==================== vga_timing_gen
==> vga_timing_gen/cell_density.png <==
Bar = 20 um. The die is cut into 9 by 9 equal tiles; white is low, dark blue is high, 0 to 100% covered.
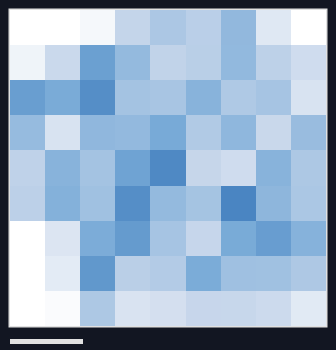
==> vga_timing_gen/placement.png <==
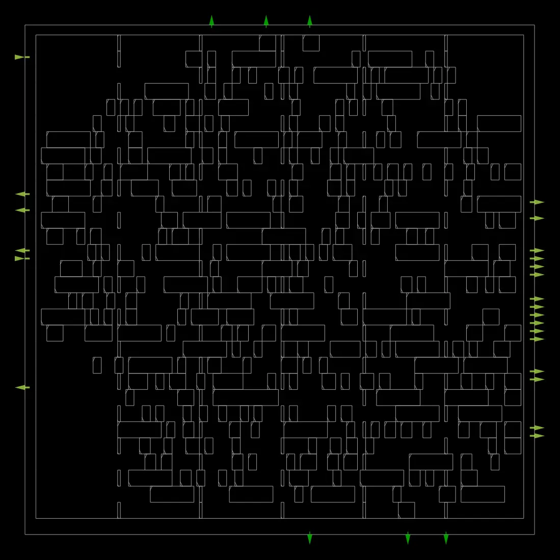
==> vga_timing_gen/io_fan.png <==
Bar = 20 um.
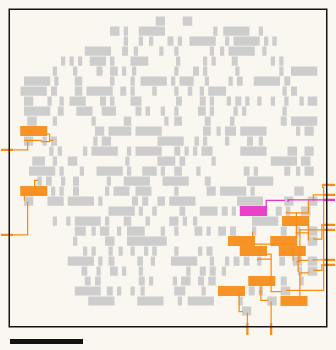
**src/rtl/display_pkg.sv**
```systemverilog
// Shared display timing definitions: default 640x480@60 mode, a timing struct for
// instantiators, and helpers that derive total line/frame lengths.
package display_pkg;

    localparam int unsigned DefClkDiv  = 4;
    localparam int unsigned DefHActive = 640;
    localparam int unsigned DefHFp     = 16;
    localparam int unsigned DefHSync   = 96;
    localparam int unsigned DefHBp     = 48;
    localparam int unsigned DefVActive = 480;
    localparam int unsigned DefVFp     = 10;
    localparam int unsigned DefVSync   = 2;
    localparam int unsigned DefVBp     = 33;

    typedef struct packed {
        logic [15:0] h_active;
        logic [15:0] h_fp;
        logic [15:0] h_sync;
        logic [15:0] h_bp;
        logic [15:0] v_active;
        logic [15:0] v_fp;
        logic [15:0] v_sync;
        logic [15:0] v_bp;
    } vga_timing_t;

    localparam vga_timing_t Vga640x480 = '{
        h_active: 16'(DefHActive),
        h_fp:     16'(DefHFp),
        h_sync:   16'(DefHSync),
        h_bp:     16'(DefHBp),
        v_active: 16'(DefVActive),
        v_fp:     16'(DefVFp),
        v_sync:   16'(DefVSync),
        v_bp:     16'(DefVBp)
    };

    function automatic int unsigned h_total(input int unsigned active, input int unsigned fp,
                                            input int unsigned sync, input int unsigned bp);
        return active + fp + sync + bp;
    endfunction

    function automatic int unsigned v_total(input int unsigned active, input int unsigned fp,
                                            input int unsigned sync, input int unsigned bp);
        return active + fp + sync + bp;
    endfunction

endpackage

```
**src/rtl/vga_delay_line.sv**
```systemverilog
// Enabled shift register with synchronous reset to a parameter value; DEPTH = 0 is a wire.
module vga_delay_line #(
    parameter int unsigned      WIDTH     = 3,
    parameter int unsigned      DEPTH     = 0,
    parameter logic [WIDTH-1:0] RESET_VAL = '0
) (
    input  logic             clk_i,
    input  logic             rst_i,
    input  logic             en_i,
    input  logic [WIDTH-1:0] d_i,
    output logic [WIDTH-1:0] q_o
);

    if (DEPTH == 0) begin : g_wire
        logic unused_ctrl;
        assign unused_ctrl = ^{clk_i, rst_i, en_i};
        assign q_o = d_i;
    end else begin : g_shift
        logic [WIDTH-1:0] stage_q [DEPTH];
        logic [WIDTH-1:0] stage_d [DEPTH];

        always_comb begin
            stage_d = stage_q;
            if (en_i) begin
                stage_d[0] = d_i;
                for (int i = 1; i < int'(DEPTH); i++) begin
                    stage_d[i] = stage_q[i-1];
                end
            end
        end

        always_ff @(posedge clk_i) begin
            if (rst_i) begin
                for (int i = 0; i < int'(DEPTH); i++) begin
                    stage_q[i] <= RESET_VAL;
                end
            end else begin
                stage_q <= stage_d;
            end
        end

        assign q_o = stage_q[DEPTH-1];
    end

endmodule

```
**src/rtl/vga_timing_gen.sv**
```systemverilog
// Parametrised VGA timing generator: pixel tick, coordinates, line/frame strobes and
// pipeline-aligned sync/de. Define VGA_FRAME_CNT_EN to add the 16-bit frame_cnt_o counter.
module vga_timing_gen
    import display_pkg::*;
#(
    parameter int unsigned CLK_DIV     = DefClkDiv,
    parameter int unsigned H_ACTIVE    = DefHActive,
    parameter int unsigned H_FP        = DefHFp,
    parameter int unsigned H_SYNC      = DefHSync,
    parameter int unsigned H_BP        = DefHBp,
    parameter int unsigned V_ACTIVE    = DefVActive,
    parameter int unsigned V_FP        = DefVFp,
    parameter int unsigned V_SYNC      = DefVSync,
    parameter int unsigned V_BP        = DefVBp,
    parameter bit          HSYNC_POL   = 1'b0,
    parameter bit          VSYNC_POL   = 1'b0,
    parameter int unsigned PIPE_STAGES = 0,
    localparam int unsigned X_W = $clog2(h_total(H_ACTIVE, H_FP, H_SYNC, H_BP)),
    localparam int unsigned Y_W = $clog2(v_total(V_ACTIVE, V_FP, V_SYNC, V_BP))
) (
    input  logic           clk_i,
    input  logic           rst_i,
    output logic           pixel_tick_o,
    output logic [X_W-1:0] pixel_x_o,
    output logic [Y_W-1:0] pixel_y_o,
    output logic           line_start_o,
    output logic           frame_start_o,
    output logic           hsync_o,
    output logic           vsync_o,
    output logic           de_o
`ifdef VGA_FRAME_CNT_EN
    ,
    output logic [15:0]    frame_cnt_o
`endif
);

    localparam int unsigned H_TOTAL = h_total(H_ACTIVE, H_FP, H_SYNC, H_BP);
    localparam int unsigned V_TOTAL = v_total(V_ACTIVE, V_FP, V_SYNC, V_BP);
    localparam int unsigned DIV_W   = (CLK_DIV > 1) ? $clog2(CLK_DIV) : 1;

    localparam logic [DIV_W-1:0] DIV_MAX  = DIV_W'(CLK_DIV - 1);
    localparam logic [X_W-1:0]   H_LAST   = X_W'(H_TOTAL - 1);
    localparam logic [Y_W-1:0]   V_LAST   = Y_W'(V_TOTAL - 1);
    localparam logic [X_W-1:0]   H_DE_END = X_W'(H_ACTIVE);
    localparam logic [X_W-1:0]   HS_START = X_W'(H_ACTIVE + H_FP);
    localparam logic [X_W-1:0]   HS_END   = X_W'(H_ACTIVE + H_FP + H_SYNC);
    localparam logic [Y_W-1:0]   V_DE_END = Y_W'(V_ACTIVE);
    localparam logic [Y_W-1:0]   VS_START = Y_W'(V_ACTIVE + V_FP);
    localparam logic [Y_W-1:0]   VS_END   = Y_W'(V_ACTIVE + V_FP + V_SYNC);

    // Idle pattern for {hsync, vsync, de}: syncs deasserted, blanking.
    localparam logic [2:0] SYNC_IDLE = {~HSYNC_POL, ~VSYNC_POL, 1'b0};

    if (CLK_DIV < 1) begin : g_chk_div
        $error("vga_timing_gen: CLK_DIV must be at least 1");
    end
    if (H_ACTIVE == 0 || H_FP == 0 || H_SYNC == 0 || H_BP == 0) begin : g_chk_h
        $error("vga_timing_gen: horizontal timing fields must be non-zero");
    end
    if (V_ACTIVE == 0 || V_FP == 0 || V_SYNC == 0 || V_BP == 0) begin : g_chk_v
        $error("vga_timing_gen: vertical timing fields must be non-zero");
    end
    if (PIPE_STAGES > 8) begin : g_chk_pipe
        $error("vga_timing_gen: PIPE_STAGES must be in 0..8");
    end

    logic [DIV_W-1:0] div_q, div_d;
    logic [X_W-1:0]   h_q, h_d;
    logic [Y_W-1:0]   v_q, v_d;
    logic             tick;
    logic             hs_act, vs_act, de_raw;
    logic [2:0]       sync_raw, sync_dly;

    logic             pixel_tick_q, pixel_tick_d;
    logic [X_W-1:0]   pixel_x_q, pixel_x_d;
    logic [Y_W-1:0]   pixel_y_q, pixel_y_d;
    logic             line_start_q, line_start_d;
    logic             frame_start_q, frame_start_d;
    logic             hsync_q, hsync_d;
    logic             vsync_q, vsync_d;
    logic             de_q, de_d;
`ifdef VGA_FRAME_CNT_EN
    logic [15:0]      frame_cnt_q, frame_cnt_d;
`endif

    always_comb begin
        tick  = (div_q == DIV_MAX);
        div_d = tick ? '0 : div_q + DIV_W'(1);

        h_d = h_q;
        v_d = v_q;
        if (tick) begin
            if (h_q == H_LAST) begin
                h_d = '0;
                v_d = (v_q == V_LAST) ? '0 : v_q + Y_W'(1);
            end else begin
                h_d = h_q + X_W'(1);
            end
        end

        hs_act   = (h_q >= HS_START) && (h_q < HS_END);
        vs_act   = (v_q >= VS_START) && (v_q < VS_END);
        de_raw   = (h_q < H_DE_END) && (v_q < V_DE_END);
        sync_raw = {hs_act ? HSYNC_POL : ~HSYNC_POL, vs_act ? VSYNC_POL : ~VSYNC_POL, de_raw};

        // Outputs present the counter value being consumed at this tick.
        pixel_tick_d  = tick;
        pixel_x_d     = tick ? h_q : pixel_x_q;
        pixel_y_d     = tick ? v_q : pixel_y_q;
        line_start_d  = tick && (h_q == '0);
        frame_start_d = line_start_d && (v_q == '0);
        {hsync_d, vsync_d, de_d} = tick ? sync_dly : {hsync_q, vsync_q, de_q};

`ifdef VGA_FRAME_CNT_EN
        frame_cnt_d = frame_start_d ? frame_cnt_q + 16'd1 : frame_cnt_q;
`endif
    end

    vga_delay_line #(
        .WIDTH    (3),
        .DEPTH    (PIPE_STAGES),
        .RESET_VAL(SYNC_IDLE)
    ) u_sync_dly (
        .clk_i(clk_i),
        .rst_i(rst_i),
        .en_i (tick),
        .d_i  (sync_raw),
        .q_o  (sync_dly)
    );

    always_ff @(posedge clk_i) begin
        if (rst_i) begin
            div_q         <= '0;
            h_q           <= '0;
            v_q           <= '0;
            pixel_tick_q  <= 1'b0;
            pixel_x_q     <= '0;
            pixel_y_q     <= '0;
            line_start_q  <= 1'b0;
            frame_start_q <= 1'b0;
            hsync_q       <= ~HSYNC_POL;
            vsync_q       <= ~VSYNC_POL;
            de_q          <= 1'b0;
`ifdef VGA_FRAME_CNT_EN
            frame_cnt_q   <= '0;
`endif
        end else begin
            div_q         <= div_d;
            h_q           <= h_d;
            v_q           <= v_d;
            pixel_tick_q  <= pixel_tick_d;
            pixel_x_q     <= pixel_x_d;
            pixel_y_q     <= pixel_y_d;
            line_start_q  <= line_start_d;
            frame_start_q <= frame_start_d;
            hsync_q       <= hsync_d;
            vsync_q       <= vsync_d;
            de_q          <= de_d;
`ifdef VGA_FRAME_CNT_EN
            frame_cnt_q   <= frame_cnt_d;
`endif
        end
    end

    assign pixel_tick_o  = pixel_tick_q;
    assign pixel_x_o     = pixel_x_q;
    assign pixel_y_o     = pixel_y_q;
    assign line_start_o  = line_start_q;
    assign frame_start_o = frame_start_q;
    assign hsync_o       = hsync_q;
    assign vsync_o       = vsync_q;
    assign de_o          = de_q;
`ifdef VGA_FRAME_CNT_EN
    assign frame_cnt_o   = frame_cnt_q;
`endif

endmodule

```
**config.mk**
```make
export PLATFORM = sky130hd
export DESIGN_NAME = vga_timing_gen
export DESIGN_NICKNAME = d
export VERILOG_FILES = /design/src/rtl/display_pkg.sv /design/src/rtl/vga_delay_line.sv /design/src/rtl/vga_timing_gen.sv
export SDC_FILE = /design/constraint.sdc
export NUM_CORES = 1
export LEC_CHECK = 0
export ABC_AREA = 1
export CAP_MARGIN = 10
export CELL_PAD_IN_SITES_DETAIL_PLACEMENT = 1
export CELL_PAD_IN_SITES_GLOBAL_PLACEMENT = 2
export CORE_MARGIN = 1.5
export CORE_UTILIZATION = 30
export CTS_BUF_LIST = sky130_fd_sc_hd__clkbuf_8
export CTS_CLUSTER_DIAMETER = 50
export DETAILED_ROUTE_END_ITERATION = 12
export PLACE_DENSITY = 0.73
export SLEW_MARGIN = 20
export SYNTH_ARGS = -nofsm -noshare
export SYNTH_HDL_FRONTEND = slang
export SYNTH_SLANG_ARGS = --single-unit
```
**constraint.sdc**
```tcl
create_clock -name clk_i -period 1.9 [get_ports clk_i]
set_input_delay 0.285 -clock clk_i [delete_from_list [all_inputs] [get_ports clk_i]]
set_output_delay 0.285 -clock clk_i [all_outputs]
set_load 0.1 [all_outputs]
```
==> results.py <==
# Auto-generated metrics
metrics = {
    "outcome": {
        "run_status": "finished clean",
    },
    "final_timing": {
        "setup_viol": 0,
        "hold_viol_final": 0,
        "skew_ns": 0.0142,
    },
    "synthesis": {
        "ys_warn_count": 0,
        "synth-edff-count": 0,
        "netlist_instances": 281,
        "common_cells": "nand2_1, dfxtp_1, nor2_1, inv_1, o21ai_0",
        "yosys-stat-cells": 281,
        "yosysTopAreaCell": "dfxtp_1",
    },
    "pwr": {
        "power_leader": "registers",
        "netSwitchingFraction_pct": 24.6,
        "p_int_mw": 1.45,
        "p_leak_nw": 1.07,
        "clock_net_power_uw": 769,
    },
    "critical_path": {
        "r2r_slack_ns": 0.28,
        "r2r-start": "div_q[0]",
    },
    "floorplanning": {
        "chipArea_um2": 7400,
        "fp-utilization_pct": 30.8,
    },
    "placed_design": {
        "post-place-cells": 389,
        "numPortBuffers": 27,
    },
    "grt": {
        "grt_usage_pct": 16.1,
    },
    "routing": {
        "wl_per_cell_um": 13.7,
        "via_count": 1844,
        "first_iter_violations": 61,
        "drc": 0,
    },
    "clock_network": {
        "cts_tree": "built",
        "cts.htree.levels": 2,
        "clk_path_buf_depth": 2,
        "clock_sinks": 48,
    },
    "layout": {
        "final-nonclk-buf-share_pct": 10.4,
        "clockNetworkAreaShare_pct": 4.61,
        "regArea_um2": 961,
        "layout.nets": 324,
        "nonClockInverterCount": 36,
    },
    "run": {
        "log.warning_count": 29,
    },
}
## Picture notes: vga_timing_gen/cell_density.png
The densest ninth of the die: middle. 7.4% of the tiles are nearly empty. The fullest tile reaches 65%. The emptiest ninth of the die: bottom left.

## Picture notes: vga_timing_gen/placement.png
tap cell count: 80
Flops: 48
core area: 6720 um^2
flop share of the area: 38.1%

## Picture notes: vga_timing_gen/io_fan.png
`frame_start_o`: drawn in magenta, bits 1, direction output, edge right, end cells 1, buffers 1, wire 17.9 um. `pixel_x_o`: drawn in orange, bits 10, direction output, edge 6 right, 2 left, 2 bottom, end cells 10, buffers 10, wire 227 um.

## cells by family (layout without fill, tap and decap cells)
kind of cell    Yosys count  after routing  share of synthesized area (%)
fa+ha+maj                 6              6                           3.63
buf+inv                  41             77                           7.69
flops                    48             48                           46.5
simple gates            147            147                           31.9
xor+xnor                  2              2                          0.848
compound gates           37             37                           9.44
## how the worst max path moves through the flow
stage                    to  slack, ns     start  cells after the start
6_report               de_o       0.28  div_q[0]                      6
5_1_grt        pixel_y_o[5]       0.13  div_q[0]                      6
4_1_cts                de_o       0.25  div_q[0]                      6
3_5_place_dp           de_o       0.25     rst_i                      5
3_3_place_gp           de_o       0.26     rst_i                      5
2_1_floorplan        v_q[9]       0.52  div_q[0]                      8
## sequential cells by signal, summed over array words and instances (netlist names)
signal / count
line_start_o: 1
frame_start_o: 1
pixel_tick_o: 1
v_q: 10
pixel_x_o: 10
de_o: 1
hsync_o: 1
vsync_o: 1
div_q: 2
pixel_y_o: 10
h_q: 10
## critical path, stage by stage (launching register included)
cell	delay (ns)
dfxtp_1	0.35
ha_1	0.30
inv_2	0.11
buf_4	0.18
nor2_4	0.19
inv_2	0.18
o31ai_1	0.24

==================== sum_nibble_packer_flat
==> sum_nibble_packer_flat/io_fan.png <==
Bar = 20 um.
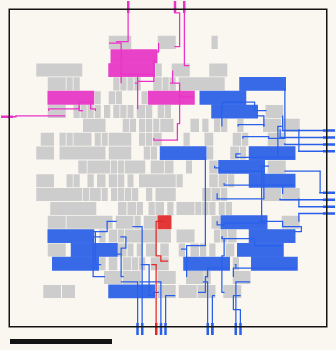
File: config.mk
export PLATFORM = sky130hd
export DESIGN_NAME = sum_nibble_packer_flat
export DESIGN_NICKNAME = d
export VERILOG_FILES = /design/src/rtl/sum_nibble_packer_if.sv /design/src/rtl/sum_nibble_packer.sv /design/src/flat_wrapper.sv
export SDC_FILE = /design/constraint.sdc
export NUM_CORES = 1
export LEC_CHECK = 0
export ABC_AREA = 1
export CAP_MARGIN = 20
export CORE_MARGIN = 5
export CORE_UTILIZATION = 46
export DETAILED_ROUTE_END_ITERATION = 12
export PLACE_DENSITY = 0.78
export SYNTH_ARGS = -nofsm -noshare
export SYNTH_HDL_FRONTEND = slang
export SYNTH_SLANG_ARGS = --single-unit
File: constraint.sdc
create_clock -name clk -period 2 [get_ports clk]
set_input_delay 0.4 -clock clk [delete_from_list [all_inputs] [get_ports clk]]
set_output_delay 0.4 -clock clk [all_outputs]
set_load 0.05 [all_outputs]
File: src/rtl/sum_nibble_packer_if.sv
// Handshake bundle for sum_nibble_packer: the nibble input stream and the packed-word output stream.
// The master modport is the side that drives in_* and out_ready, typically a producer/consumer pair.
interface sum_nibble_packer_if #(
  parameter int unsigned NIBBLES = 4,
  parameter int unsigned CNT_W   = 4
);
  logic                   in_valid;
  logic                   in_ready;
  logic [3:0]             in_sum;
  logic                   in_cout;
  logic                   in_last;
  logic                   out_valid;
  logic                   out_ready;
  logic [4*NIBBLES-1:0]   out_word;
  logic [NIBBLES-1:0]     out_carry;
  logic [CNT_W-1:0]       out_len;
  logic                   out_ovf;

  modport master (
    output in_valid, in_sum, in_cout, in_last, out_ready,
    input  in_ready, out_valid, out_word, out_carry, out_len, out_ovf
  );

  modport slave (
    input  in_valid, in_sum, in_cout, in_last, out_ready,
    output in_ready, out_valid, out_word, out_carry, out_len, out_ovf
  );
endinterface

File: src/rtl/sum_nibble_packer.sv
// Packs consecutive 4-bit adder results (sum + carry-out) LSB-first into a wide word
// and forwards it with per-nibble carries, a nibble count and an overflow summary.
module sum_nibble_packer #(
  parameter int unsigned NIBBLES = 4,
  parameter int unsigned CNT_W   = 4
) (
  input  logic                clk,
  input  logic                rst_n,
  sum_nibble_packer_if.slave  bus
);

  localparam int unsigned IDX_W = (NIBBLES > 1) ? $clog2(NIBBLES) : 1;

  if (NIBBLES < 2 || NIBBLES > 8) begin : g_bad_nibbles
    $error("sum_nibble_packer: NIBBLES must be in 2..8");
  end
  if ((1 << CNT_W) <= NIBBLES) begin : g_bad_cnt_w
    $error("sum_nibble_packer: CNT_W too narrow to hold NIBBLES");
  end

  typedef enum logic {
    COLLECT = 1'b0,
    FULL    = 1'b1
  } state_t;

  state_t               state_q;
  logic [IDX_W-1:0]     idx_q;
  logic [4*NIBBLES-1:0] word_q;
  logic [NIBBLES-1:0]   carry_q;
  logic [CNT_W-1:0]     len_q;
  logic                 ovf_q;
  logic                 valid_q;

  logic                 in_ready;
  logic                 accept_in;
  logic                 accept_out;
  logic [IDX_W-1:0]     wr_idx;
  logic                 closes;
  logic [4*NIBBLES-1:0] word_d;
  logic [NIBBLES-1:0]   carry_d;

  assign in_ready   = (state_q == COLLECT) ? 1'b1 : bus.out_ready;
  assign accept_in  = bus.in_valid && in_ready;
  assign accept_out = valid_q && bus.out_ready;

  // In FULL an accepted nibble always coincides with the old word leaving,
  // so it starts a fresh word at index 0 instead of extending the buffer.
  always_comb begin
    wr_idx  = (state_q == FULL) ? '0 : idx_q;
    word_d  = (state_q == FULL) ? '0 : word_q;
    carry_d = (state_q == FULL) ? '0 : carry_q;
    for (int unsigned k = 0; k < NIBBLES; k++) begin
      if (wr_idx == IDX_W'(k)) begin
        word_d[4*k +: 4] = bus.in_sum;
        carry_d[k]       = bus.in_cout;
      end
    end
    closes = bus.in_last || (wr_idx == IDX_W'(NIBBLES - 1));
  end

  always_ff @(posedge clk or negedge rst_n) begin
    if (!rst_n) begin
      state_q <= COLLECT;
      idx_q   <= '0;
      word_q  <= '0;
      carry_q <= '0;
      len_q   <= '0;
      ovf_q   <= 1'b0;
      valid_q <= 1'b0;
    end else if (accept_in) begin
      word_q  <= word_d;
      carry_q <= carry_d;
      if (closes) begin
        state_q <= FULL;
        idx_q   <= '0;
        len_q   <= CNT_W'(wr_idx) + CNT_W'(1);
        ovf_q   <= |carry_d;
        valid_q <= 1'b1;
      end else begin
        state_q <= COLLECT;
        idx_q   <= wr_idx + IDX_W'(1);
        len_q   <= '0;
        ovf_q   <= 1'b0;
        valid_q <= 1'b0;
      end
    end else if (accept_out) begin
      state_q <= COLLECT;
      idx_q   <= '0;
      word_q  <= '0;
      carry_q <= '0;
      len_q   <= '0;
      ovf_q   <= 1'b0;
      valid_q <= 1'b0;
    end
  end

  assign bus.in_ready  = in_ready;
  assign bus.out_valid = valid_q;
  assign bus.out_word  = word_q;
  assign bus.out_carry = carry_q;
  assign bus.out_len   = len_q;
  assign bus.out_ovf   = ovf_q;

endmodule

File: src/flat_wrapper.sv
// flat-port wrapper written by rule: the top's interface ports become plain ports
module sum_nibble_packer_flat 
#(
  parameter int unsigned NIBBLES = 4,
  parameter int unsigned CNT_W   = 4
)
  (clk, rst_n, bus_in_valid, bus_in_sum, bus_in_cout, bus_in_last, bus_out_ready, bus_in_ready, bus_out_valid, bus_out_word, bus_out_carry, bus_out_len, bus_out_ovf);
  sum_nibble_packer_if #(.NIBBLES(NIBBLES), .CNT_W(CNT_W)) bus_i ();
  input  logic clk;
  input  logic rst_n;
  input wire logic [$bits(bus_i.in_valid)-1:0] bus_in_valid;
  input wire logic [$bits(bus_i.in_sum)-1:0] bus_in_sum;
  input wire logic [$bits(bus_i.in_cout)-1:0] bus_in_cout;
  input wire logic [$bits(bus_i.in_last)-1:0] bus_in_last;
  input wire logic [$bits(bus_i.out_ready)-1:0] bus_out_ready;
  output wire logic [$bits(bus_i.in_ready)-1:0] bus_in_ready;
  output wire logic [$bits(bus_i.out_valid)-1:0] bus_out_valid;
  output wire logic [$bits(bus_i.out_word)-1:0] bus_out_word;
  output wire logic [$bits(bus_i.out_carry)-1:0] bus_out_carry;
  output wire logic [$bits(bus_i.out_len)-1:0] bus_out_len;
  output wire logic [$bits(bus_i.out_ovf)-1:0] bus_out_ovf;
  assign bus_i.in_valid = bus_in_valid;
  assign bus_i.in_sum = bus_in_sum;
  assign bus_i.in_cout = bus_in_cout;
  assign bus_i.in_last = bus_in_last;
  assign bus_i.out_ready = bus_out_ready;
  assign bus_in_ready = bus_i.in_ready;
  assign bus_out_valid = bus_i.out_valid;
  assign bus_out_word = bus_i.out_word;
  assign bus_out_carry = bus_i.out_carry;
  assign bus_out_len = bus_i.out_len;
  assign bus_out_ovf = bus_i.out_ovf;
  sum_nibble_packer #(.NIBBLES(NIBBLES), .CNT_W(CNT_W)) u_core (.clk(clk), .rst_n(rst_n), .bus(bus_i));
endmodule
==> results.py <==
# Auto-generated metrics
metrics = {
    "final_timing": {
        "fin_crit_ns": 1.93,
        "skew_ns": 0.00167,
        "max_slew.worst_pin.slew_ns": 0.509,
        "finalCritPeriodShare_pct": 96.7,
        "setup_viol": 0,
        "slew_violations": 0,
    },
    "min_path": {
        "worstHoldPathType": "in -> async",
    },
    "critical_path": {
        "crit_path_cell_trace": "clkdlybuf4s50_1",
        "max_stage_delay_ns": 0.81,
        "cp_max_fo": 3,
    },
    "synthesis": {
        "synth.mux.area_fraction_pct": 0,
        "top_area_share_pct": 54.1,
        "common_cells": "nand2_1, dfrtp_1, inv_1, o21ai_0, nand3_1",
    },
    "routing": {
        "first_pass_iters": 4,
        "wl_per_cell_um": 13.2,
        "via_count": 1082,
    },
    "outcome": {
        "run_status": "finished clean",
    },
    "floorplanning": {
        "fp-utilization_pct": 46.5,
    },
    "clock_network": {
        "cts_setup_buffers": 0,
        "cts.clk_slew.worst_paths_ns": 0.14,
        "cts_buffers": 3,
    },
    "layout": {
        "utilization_pct": 61.9,
        "fillCellCount": 235,
        "final_area_um2": 1660,
    },
    "grt": {
        "antenna_found_initial": 0,
        "met3_usage_pct": 4.32,
    },
    "pwr": {
        "seqPwrFrac_pct": 47.1,
        "ir_drop_uv": 591,
        "powerDensity_nw_per_um2": 810,
    },
    "placed_design": {
        "place_ws_ns": 0.210,
    },
}
Notes on sum_nibble_packer_flat/io_fan.png above:
`bus_out_word`: drawn in blue, bits 16, direction output, edge 8 bottom, 8 right, end cells 16, buffers 16, wire 426 um. `bus_out_carry`: drawn in magenta, bits 4, direction output, edge 3 top, 1 left, end cells 4, buffers 4, wire 111 um. `bus_out_ready`: drawn in red, bits 1, direction input, edge bottom, end cells 2, buffers 1, wire 24.6 um.
I/O pin count: 37
Port Buffers: 35

layout make-up:
cell class	instances	area [um^2]	area share (%)
clock buffers	4	26.3	1.58
inverters	23	86.3	5.19
multi-input cells	101	469	28.2
flip-flops and latches	27	676	40.6
well taps	31	38.8	2.33
repair buffers	36	368	22.1
metrics by stage:
stage / hold WS [ns] / power (mW)
global route: 0.449 / 1.42
global placement: 0.458 / 1.11
finish: 0.418 / 1.35
floorplan: 0.104 / 0.946
CTS: 0.437 / 1.35
detailed placement: 0.461 / 1.12
layer usage:
layer / share of wire [%] / up-vias / wire, um
li1: - / 544 / -
met1: 46 / 510 / 1360
met2: 49 / 24 / 1420
met3: 4.2 / 4 / 124
met4: 0.79 / 0 / 23
met5: 0 / - / 0
cells in the final DEF, fill, tap and decap left out:
master           netlist  layout
clkdlybuf4s50_1        0      32
nand2_1               55      55
o21ai_1                2       2
ha_1                   4       4
clkbuf_1               0       1
inv_1                 21      21
nand2_4                2       2
conb_1                 1       1
o21ai_0               15      15
dfrtp_1               27      27
nand3_1               11      11
clkbuf_4               0       3
o22ai_1                1       1
buf_4                  1       2
inv_2                  2       2
dlymetal6s2s_1         0       1
nor2_1                 9       9
buf_12                 0       1
nand2_2                1       1

==================== alu_share_arbiter
==> alu_share_arbiter/cell_density.png <==
Bar = 20 um. The die is cut into 12 by 12 equal tiles; white is low, dark blue is high, 0 to 100% covered.
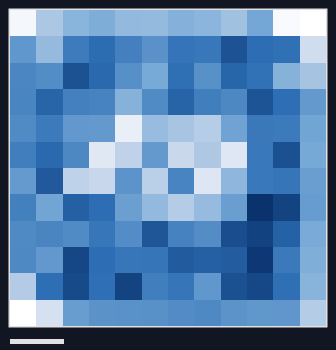
===== config.mk =====
export PLATFORM = sky130hd
export DESIGN_NAME = alu_share_arbiter
export DESIGN_NICKNAME = d
export VERILOG_FILES = /design/src/rtl/alu_arb_pkg.sv /design/src/rtl/rr_arb2.sv /design/src/rtl/alu_share_arbiter.sv
export SDC_FILE = /design/constraint.sdc
export NUM_CORES = 1
export LEC_CHECK = 0
export ABC_AREA = 1
export CORE_MARGIN = 2
export CORE_UTILIZATION = 39
export CTS_CLUSTER_SIZE = 20
export DETAILED_ROUTE_END_ITERATION = 8
export PLACE_DENSITY = 0.81
export SYNTH_ARGS = -nofsm -noshare
export SYNTH_HDL_FRONTEND = slang
export SYNTH_SLANG_ARGS = --single-unit

===== constraint.sdc =====
create_clock -name clk -period 2.1 [get_ports clk]
set_clock_uncertainty 0.2 [all_clocks]
set_input_delay 0.21 -clock clk [delete_from_list [all_inputs] [get_ports clk]]
set_output_delay 0.21 -clock clk [all_outputs]
set_load 0.005 [all_outputs]

===== src/rtl/alu_arb_pkg.sv =====
// alu_arb_pkg: FSM encoding and ALU opcodes shared by the ALU share arbiter and its benches
package alu_arb_pkg;
   typedef enum logic [1:0] {S_IDLE = 2'd0, S_EXEC = 2'd1, S_RESP = 2'd2} state_t;
   localparam logic [2:0] AND = 3'b000, OR = 3'b001, ADD = 3'b010, SUB = 3'b110, SLT = 3'b111;
endpackage


===== src/rtl/rr_arb2.sv =====
// rr_arb2: two-way arbiter, round-robin against last_grant or fixed priority to port 0
module rr_arb2 (
   input  logic [1:0] req,
   input  logic       last_grant,
   input  logic       fixed_prio,
   output logic [1:0] gnt
);
   always_comb gnt = (req == 2'b11) ? ((fixed_prio || last_grant) ? 2'b01 : 2'b10) : req;
endmodule


===== src/rtl/alu_share_arbiter.sv =====
// alu_share_arbiter: time-shares one combinational ALU between the datapath and the CP0 unit
module alu_share_arbiter import alu_arb_pkg::*; #(
   parameter int WIDTH      = 32,
   parameter int OP_W       = 3,
   parameter int FIXED_PRIO = 0
) (
   input  logic             clk,
   input  logic             rst_n,
   input  logic             req0_valid,
   output logic             req0_ready,
   input  logic [WIDTH-1:0] req0_a,
   input  logic [WIDTH-1:0] req0_b,
   input  logic [OP_W-1:0]  req0_op,
   input  logic             req1_valid,
   output logic             req1_ready,
   input  logic [WIDTH-1:0] req1_a,
   input  logic [WIDTH-1:0] req1_b,
   input  logic [OP_W-1:0]  req1_op,
   output logic             rsp0_valid,
   input  logic             rsp0_ready,
   output logic             rsp1_valid,
   input  logic             rsp1_ready,
   output logic [WIDTH-1:0] rsp_res,
   output logic             rsp_zero,
   output logic             rsp_overflow,
   output logic [WIDTH-1:0] alu_A,
   output logic [WIDTH-1:0] alu_B,
   output logic [OP_W-1:0]  alu_op,
   input  logic [WIDTH-1:0] alu_res,
   input  logic             alu_zero,
   input  logic             alu_overflow,
   output logic             busy
);
   state_t     state, next_state;
   logic       owner, last_grant, accept, done;
   logic [1:0] gnt;

   rr_arb2 u_arb (
      .req        ({req1_valid, req0_valid}),
      .last_grant (last_grant),
      .fixed_prio (FIXED_PRIO != 0),
      .gnt        (gnt)
   );

   always_ff @(posedge clk or negedge rst_n)
      if (!rst_n) state <= S_IDLE;
      else        state <= next_state;

   // an illegal encoding falls back to IDLE
   always_comb
      next_state = (state == S_IDLE) ? (accept ? S_EXEC : S_IDLE) :
                   (state == S_EXEC) ? S_RESP :
                   (state == S_RESP && !done) ? S_RESP : S_IDLE;

   always_comb begin
      req0_ready = rst_n && state == S_IDLE && gnt[0];
      req1_ready = rst_n && state == S_IDLE && gnt[1];
      rsp0_valid = state == S_RESP && !owner;
      rsp1_valid = state == S_RESP && owner;
      busy       = state != S_IDLE;
      accept     = req0_ready || req1_ready;
      done       = state == S_RESP && (owner ? rsp1_ready : rsp0_ready);
   end

   always_ff @(posedge clk or negedge rst_n)
      if (!rst_n) begin
         alu_A        <= '0;
         alu_B        <= '0;
         alu_op       <= '0;
         rsp_res      <= '0;
         rsp_zero     <= 1'b0;
         rsp_overflow <= 1'b0;
         owner        <= 1'b0;
         last_grant   <= 1'b1;
      end else begin
         if (accept) begin
            alu_A  <= gnt[1] ? req1_a : req0_a;
            alu_B  <= gnt[1] ? req1_b : req0_b;
            alu_op <= gnt[1] ? req1_op : req0_op;
            owner  <= gnt[1];
         end
         if (state == S_EXEC) begin
            rsp_res      <= alu_res;
            rsp_zero     <= alu_zero;
            rsp_overflow <= alu_overflow;
         end
         if (done) last_grant <= owner;
      end
endmodule


==> results.py <==
# Auto-generated metrics
metrics = {
    "critical_path": {
        "worstReg2RegEnd": "alu_B[8]",
        "cp.arrival_ns": 1.56,
        "max_stage_delay_ns": 0.53,
        "critPathSlowestCell": "clkdlybuf4s50_1",
        "r2r_slack_ns": 0.32,
        "cp.required_ns": 1.69,
        "critPathTopFamily": "buffers and inverters",
        "ff2ff_path_depth": 8,
        "worst-path-buf-inv": 2,
    },
    "synthesis": {
        "ys_warn_count": 0,
        "synth.area.top_cells": "dfrtp_1, nand2_1, nand3_1",
    },
    "floorplanning": {
        "chipArea_um2": 13900,
    },
    "routing": {
        "antenna_left": 0,
        "first_pass_iters": 4,
    },
    "final_timing": {
        "layout_setup_ws_ns": 0.128,
        "rsz0062_at_grt": "false",
        "max_freq_mhz": 507,
        "hold_viol_final": 0,
        "finalCritPeriodShare_pct": 93.9,
        "fin_crit_ns": 1.97,
    },
    "pwr": {
        "seqPwrFrac_pct": 34.9,
        "ir_drop_uv": 610,
        "netSwitchingFraction_pct": 32.7,
    },
    "layout": {
        "instances_no_fill": 1063,
        "syn_to_final_growth_pct": 66.3,
    },
    "placed_design": {
        "gp_congestion": 0.838,
        "placed_area_um2": 8070,
    },
    "run": {
        "log.warning_count": 29,
    },
    "clock_network": {
        "cts_resized": 4,
        "clock_sinks": 105,
    },
    "outcome": {
        "run_status": "finished clean",
    },
    "grt": {
        "antenna_found_initial": 0,
    },
}
Notes on alu_share_arbiter/cell_density.png above:
22% of the tiles are over 75% full. The fullest tile reaches 99%. The mean over all tiles is 59%. The emptiest ninth of the die: middle. 1.4% of the tiles are nearly empty.

[area by class of cell]
type	count	area [um^2]	share of cell area, %
clock inverters	5	38.8	0.463
well taps	172	215	2.57
repair buffers	299	3030	36.1
diodes	1	2.50	0.0298
flip-flops and latches	105	2630	31.3
multi-input cells	459	2180	25.9
clock buffers	11	253	3.01
inverters	11	41.3	0.492
[synth_stat cells, drive strengths merged]
cell,n
o21ai,3
nand3,135
buf,26
nor2,4
dfrtp,104
clkbuf,19
nand2,283
inv,11
dfstp,1
mux2,34
[cells by family after synthesis]
family / Yosys count / synth area share (%)
AND-OR/OR-AND: 3 / 0.298
buffers and inverters: 56 / 5.01
flip-flops: 105 / 52.1
multiplexers: 34 / 7.59
AND/OR/NAND/NOR: 422 / 35.0
[layer usage]
metal | part of all wire, % | up-vias | track usage, %
met3 | 5.7 | 26 | 4.89
met1 | 41 | 2426 | 28.8
li1 | - | 2527 | -
met2 | 51 | 182 | 42.4
met5 | 0 | - | 0
met4 | 2.2 | 0 | 8.21
[state kept, by name (all words and copies together), names as in the netlist]
name	count
alu_B	32
rsp_res	32
alu_A	32
alu_op	3
state	2
last_grant	1
owner	1
rsp_overflow	1
rsp_zero	1


==> notes/layouts.md <==
Pictures saved along the way, in no particular order.

Where the registers sit.
Bar = 20 um. Other sequential cells in the stronger grey, the rest of the logic in the fainter grey.
picture 1
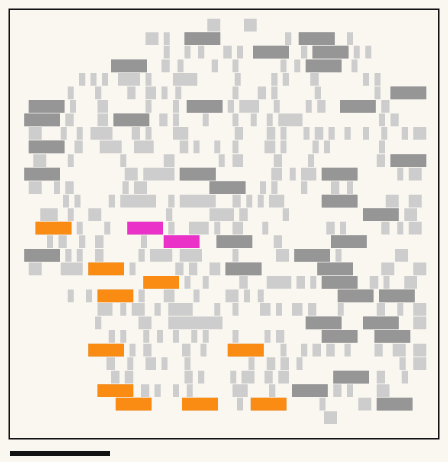
picture 2
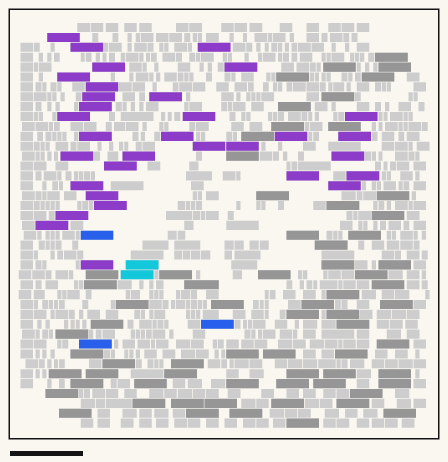
picture 3
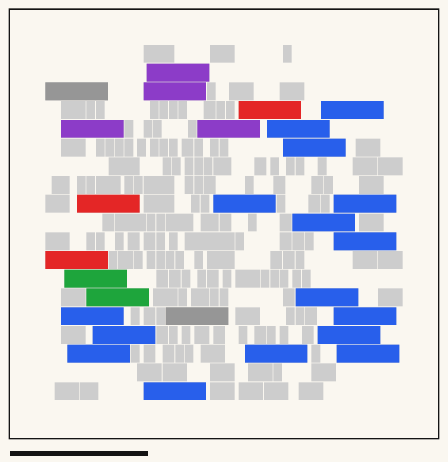
| from | picture |
|---|---|
| vga_timing_gen | picture 1 |
| sum_nibble_packer_flat | picture 3 |
| alu_share_arbiter | picture 2 |
Of these, fewest sequential cells: picture 3
Of these, smallest die: picture 3

Key to picture 2:
`alu_B`: drawn in purple, sequential cells 32. `state`: drawn in cyan, sequential cells 2. `alu_op`: drawn in blue, sequential cells 3.
Another 68 sequential cells are not coloured.

Power and IR drop assume default switching activity.
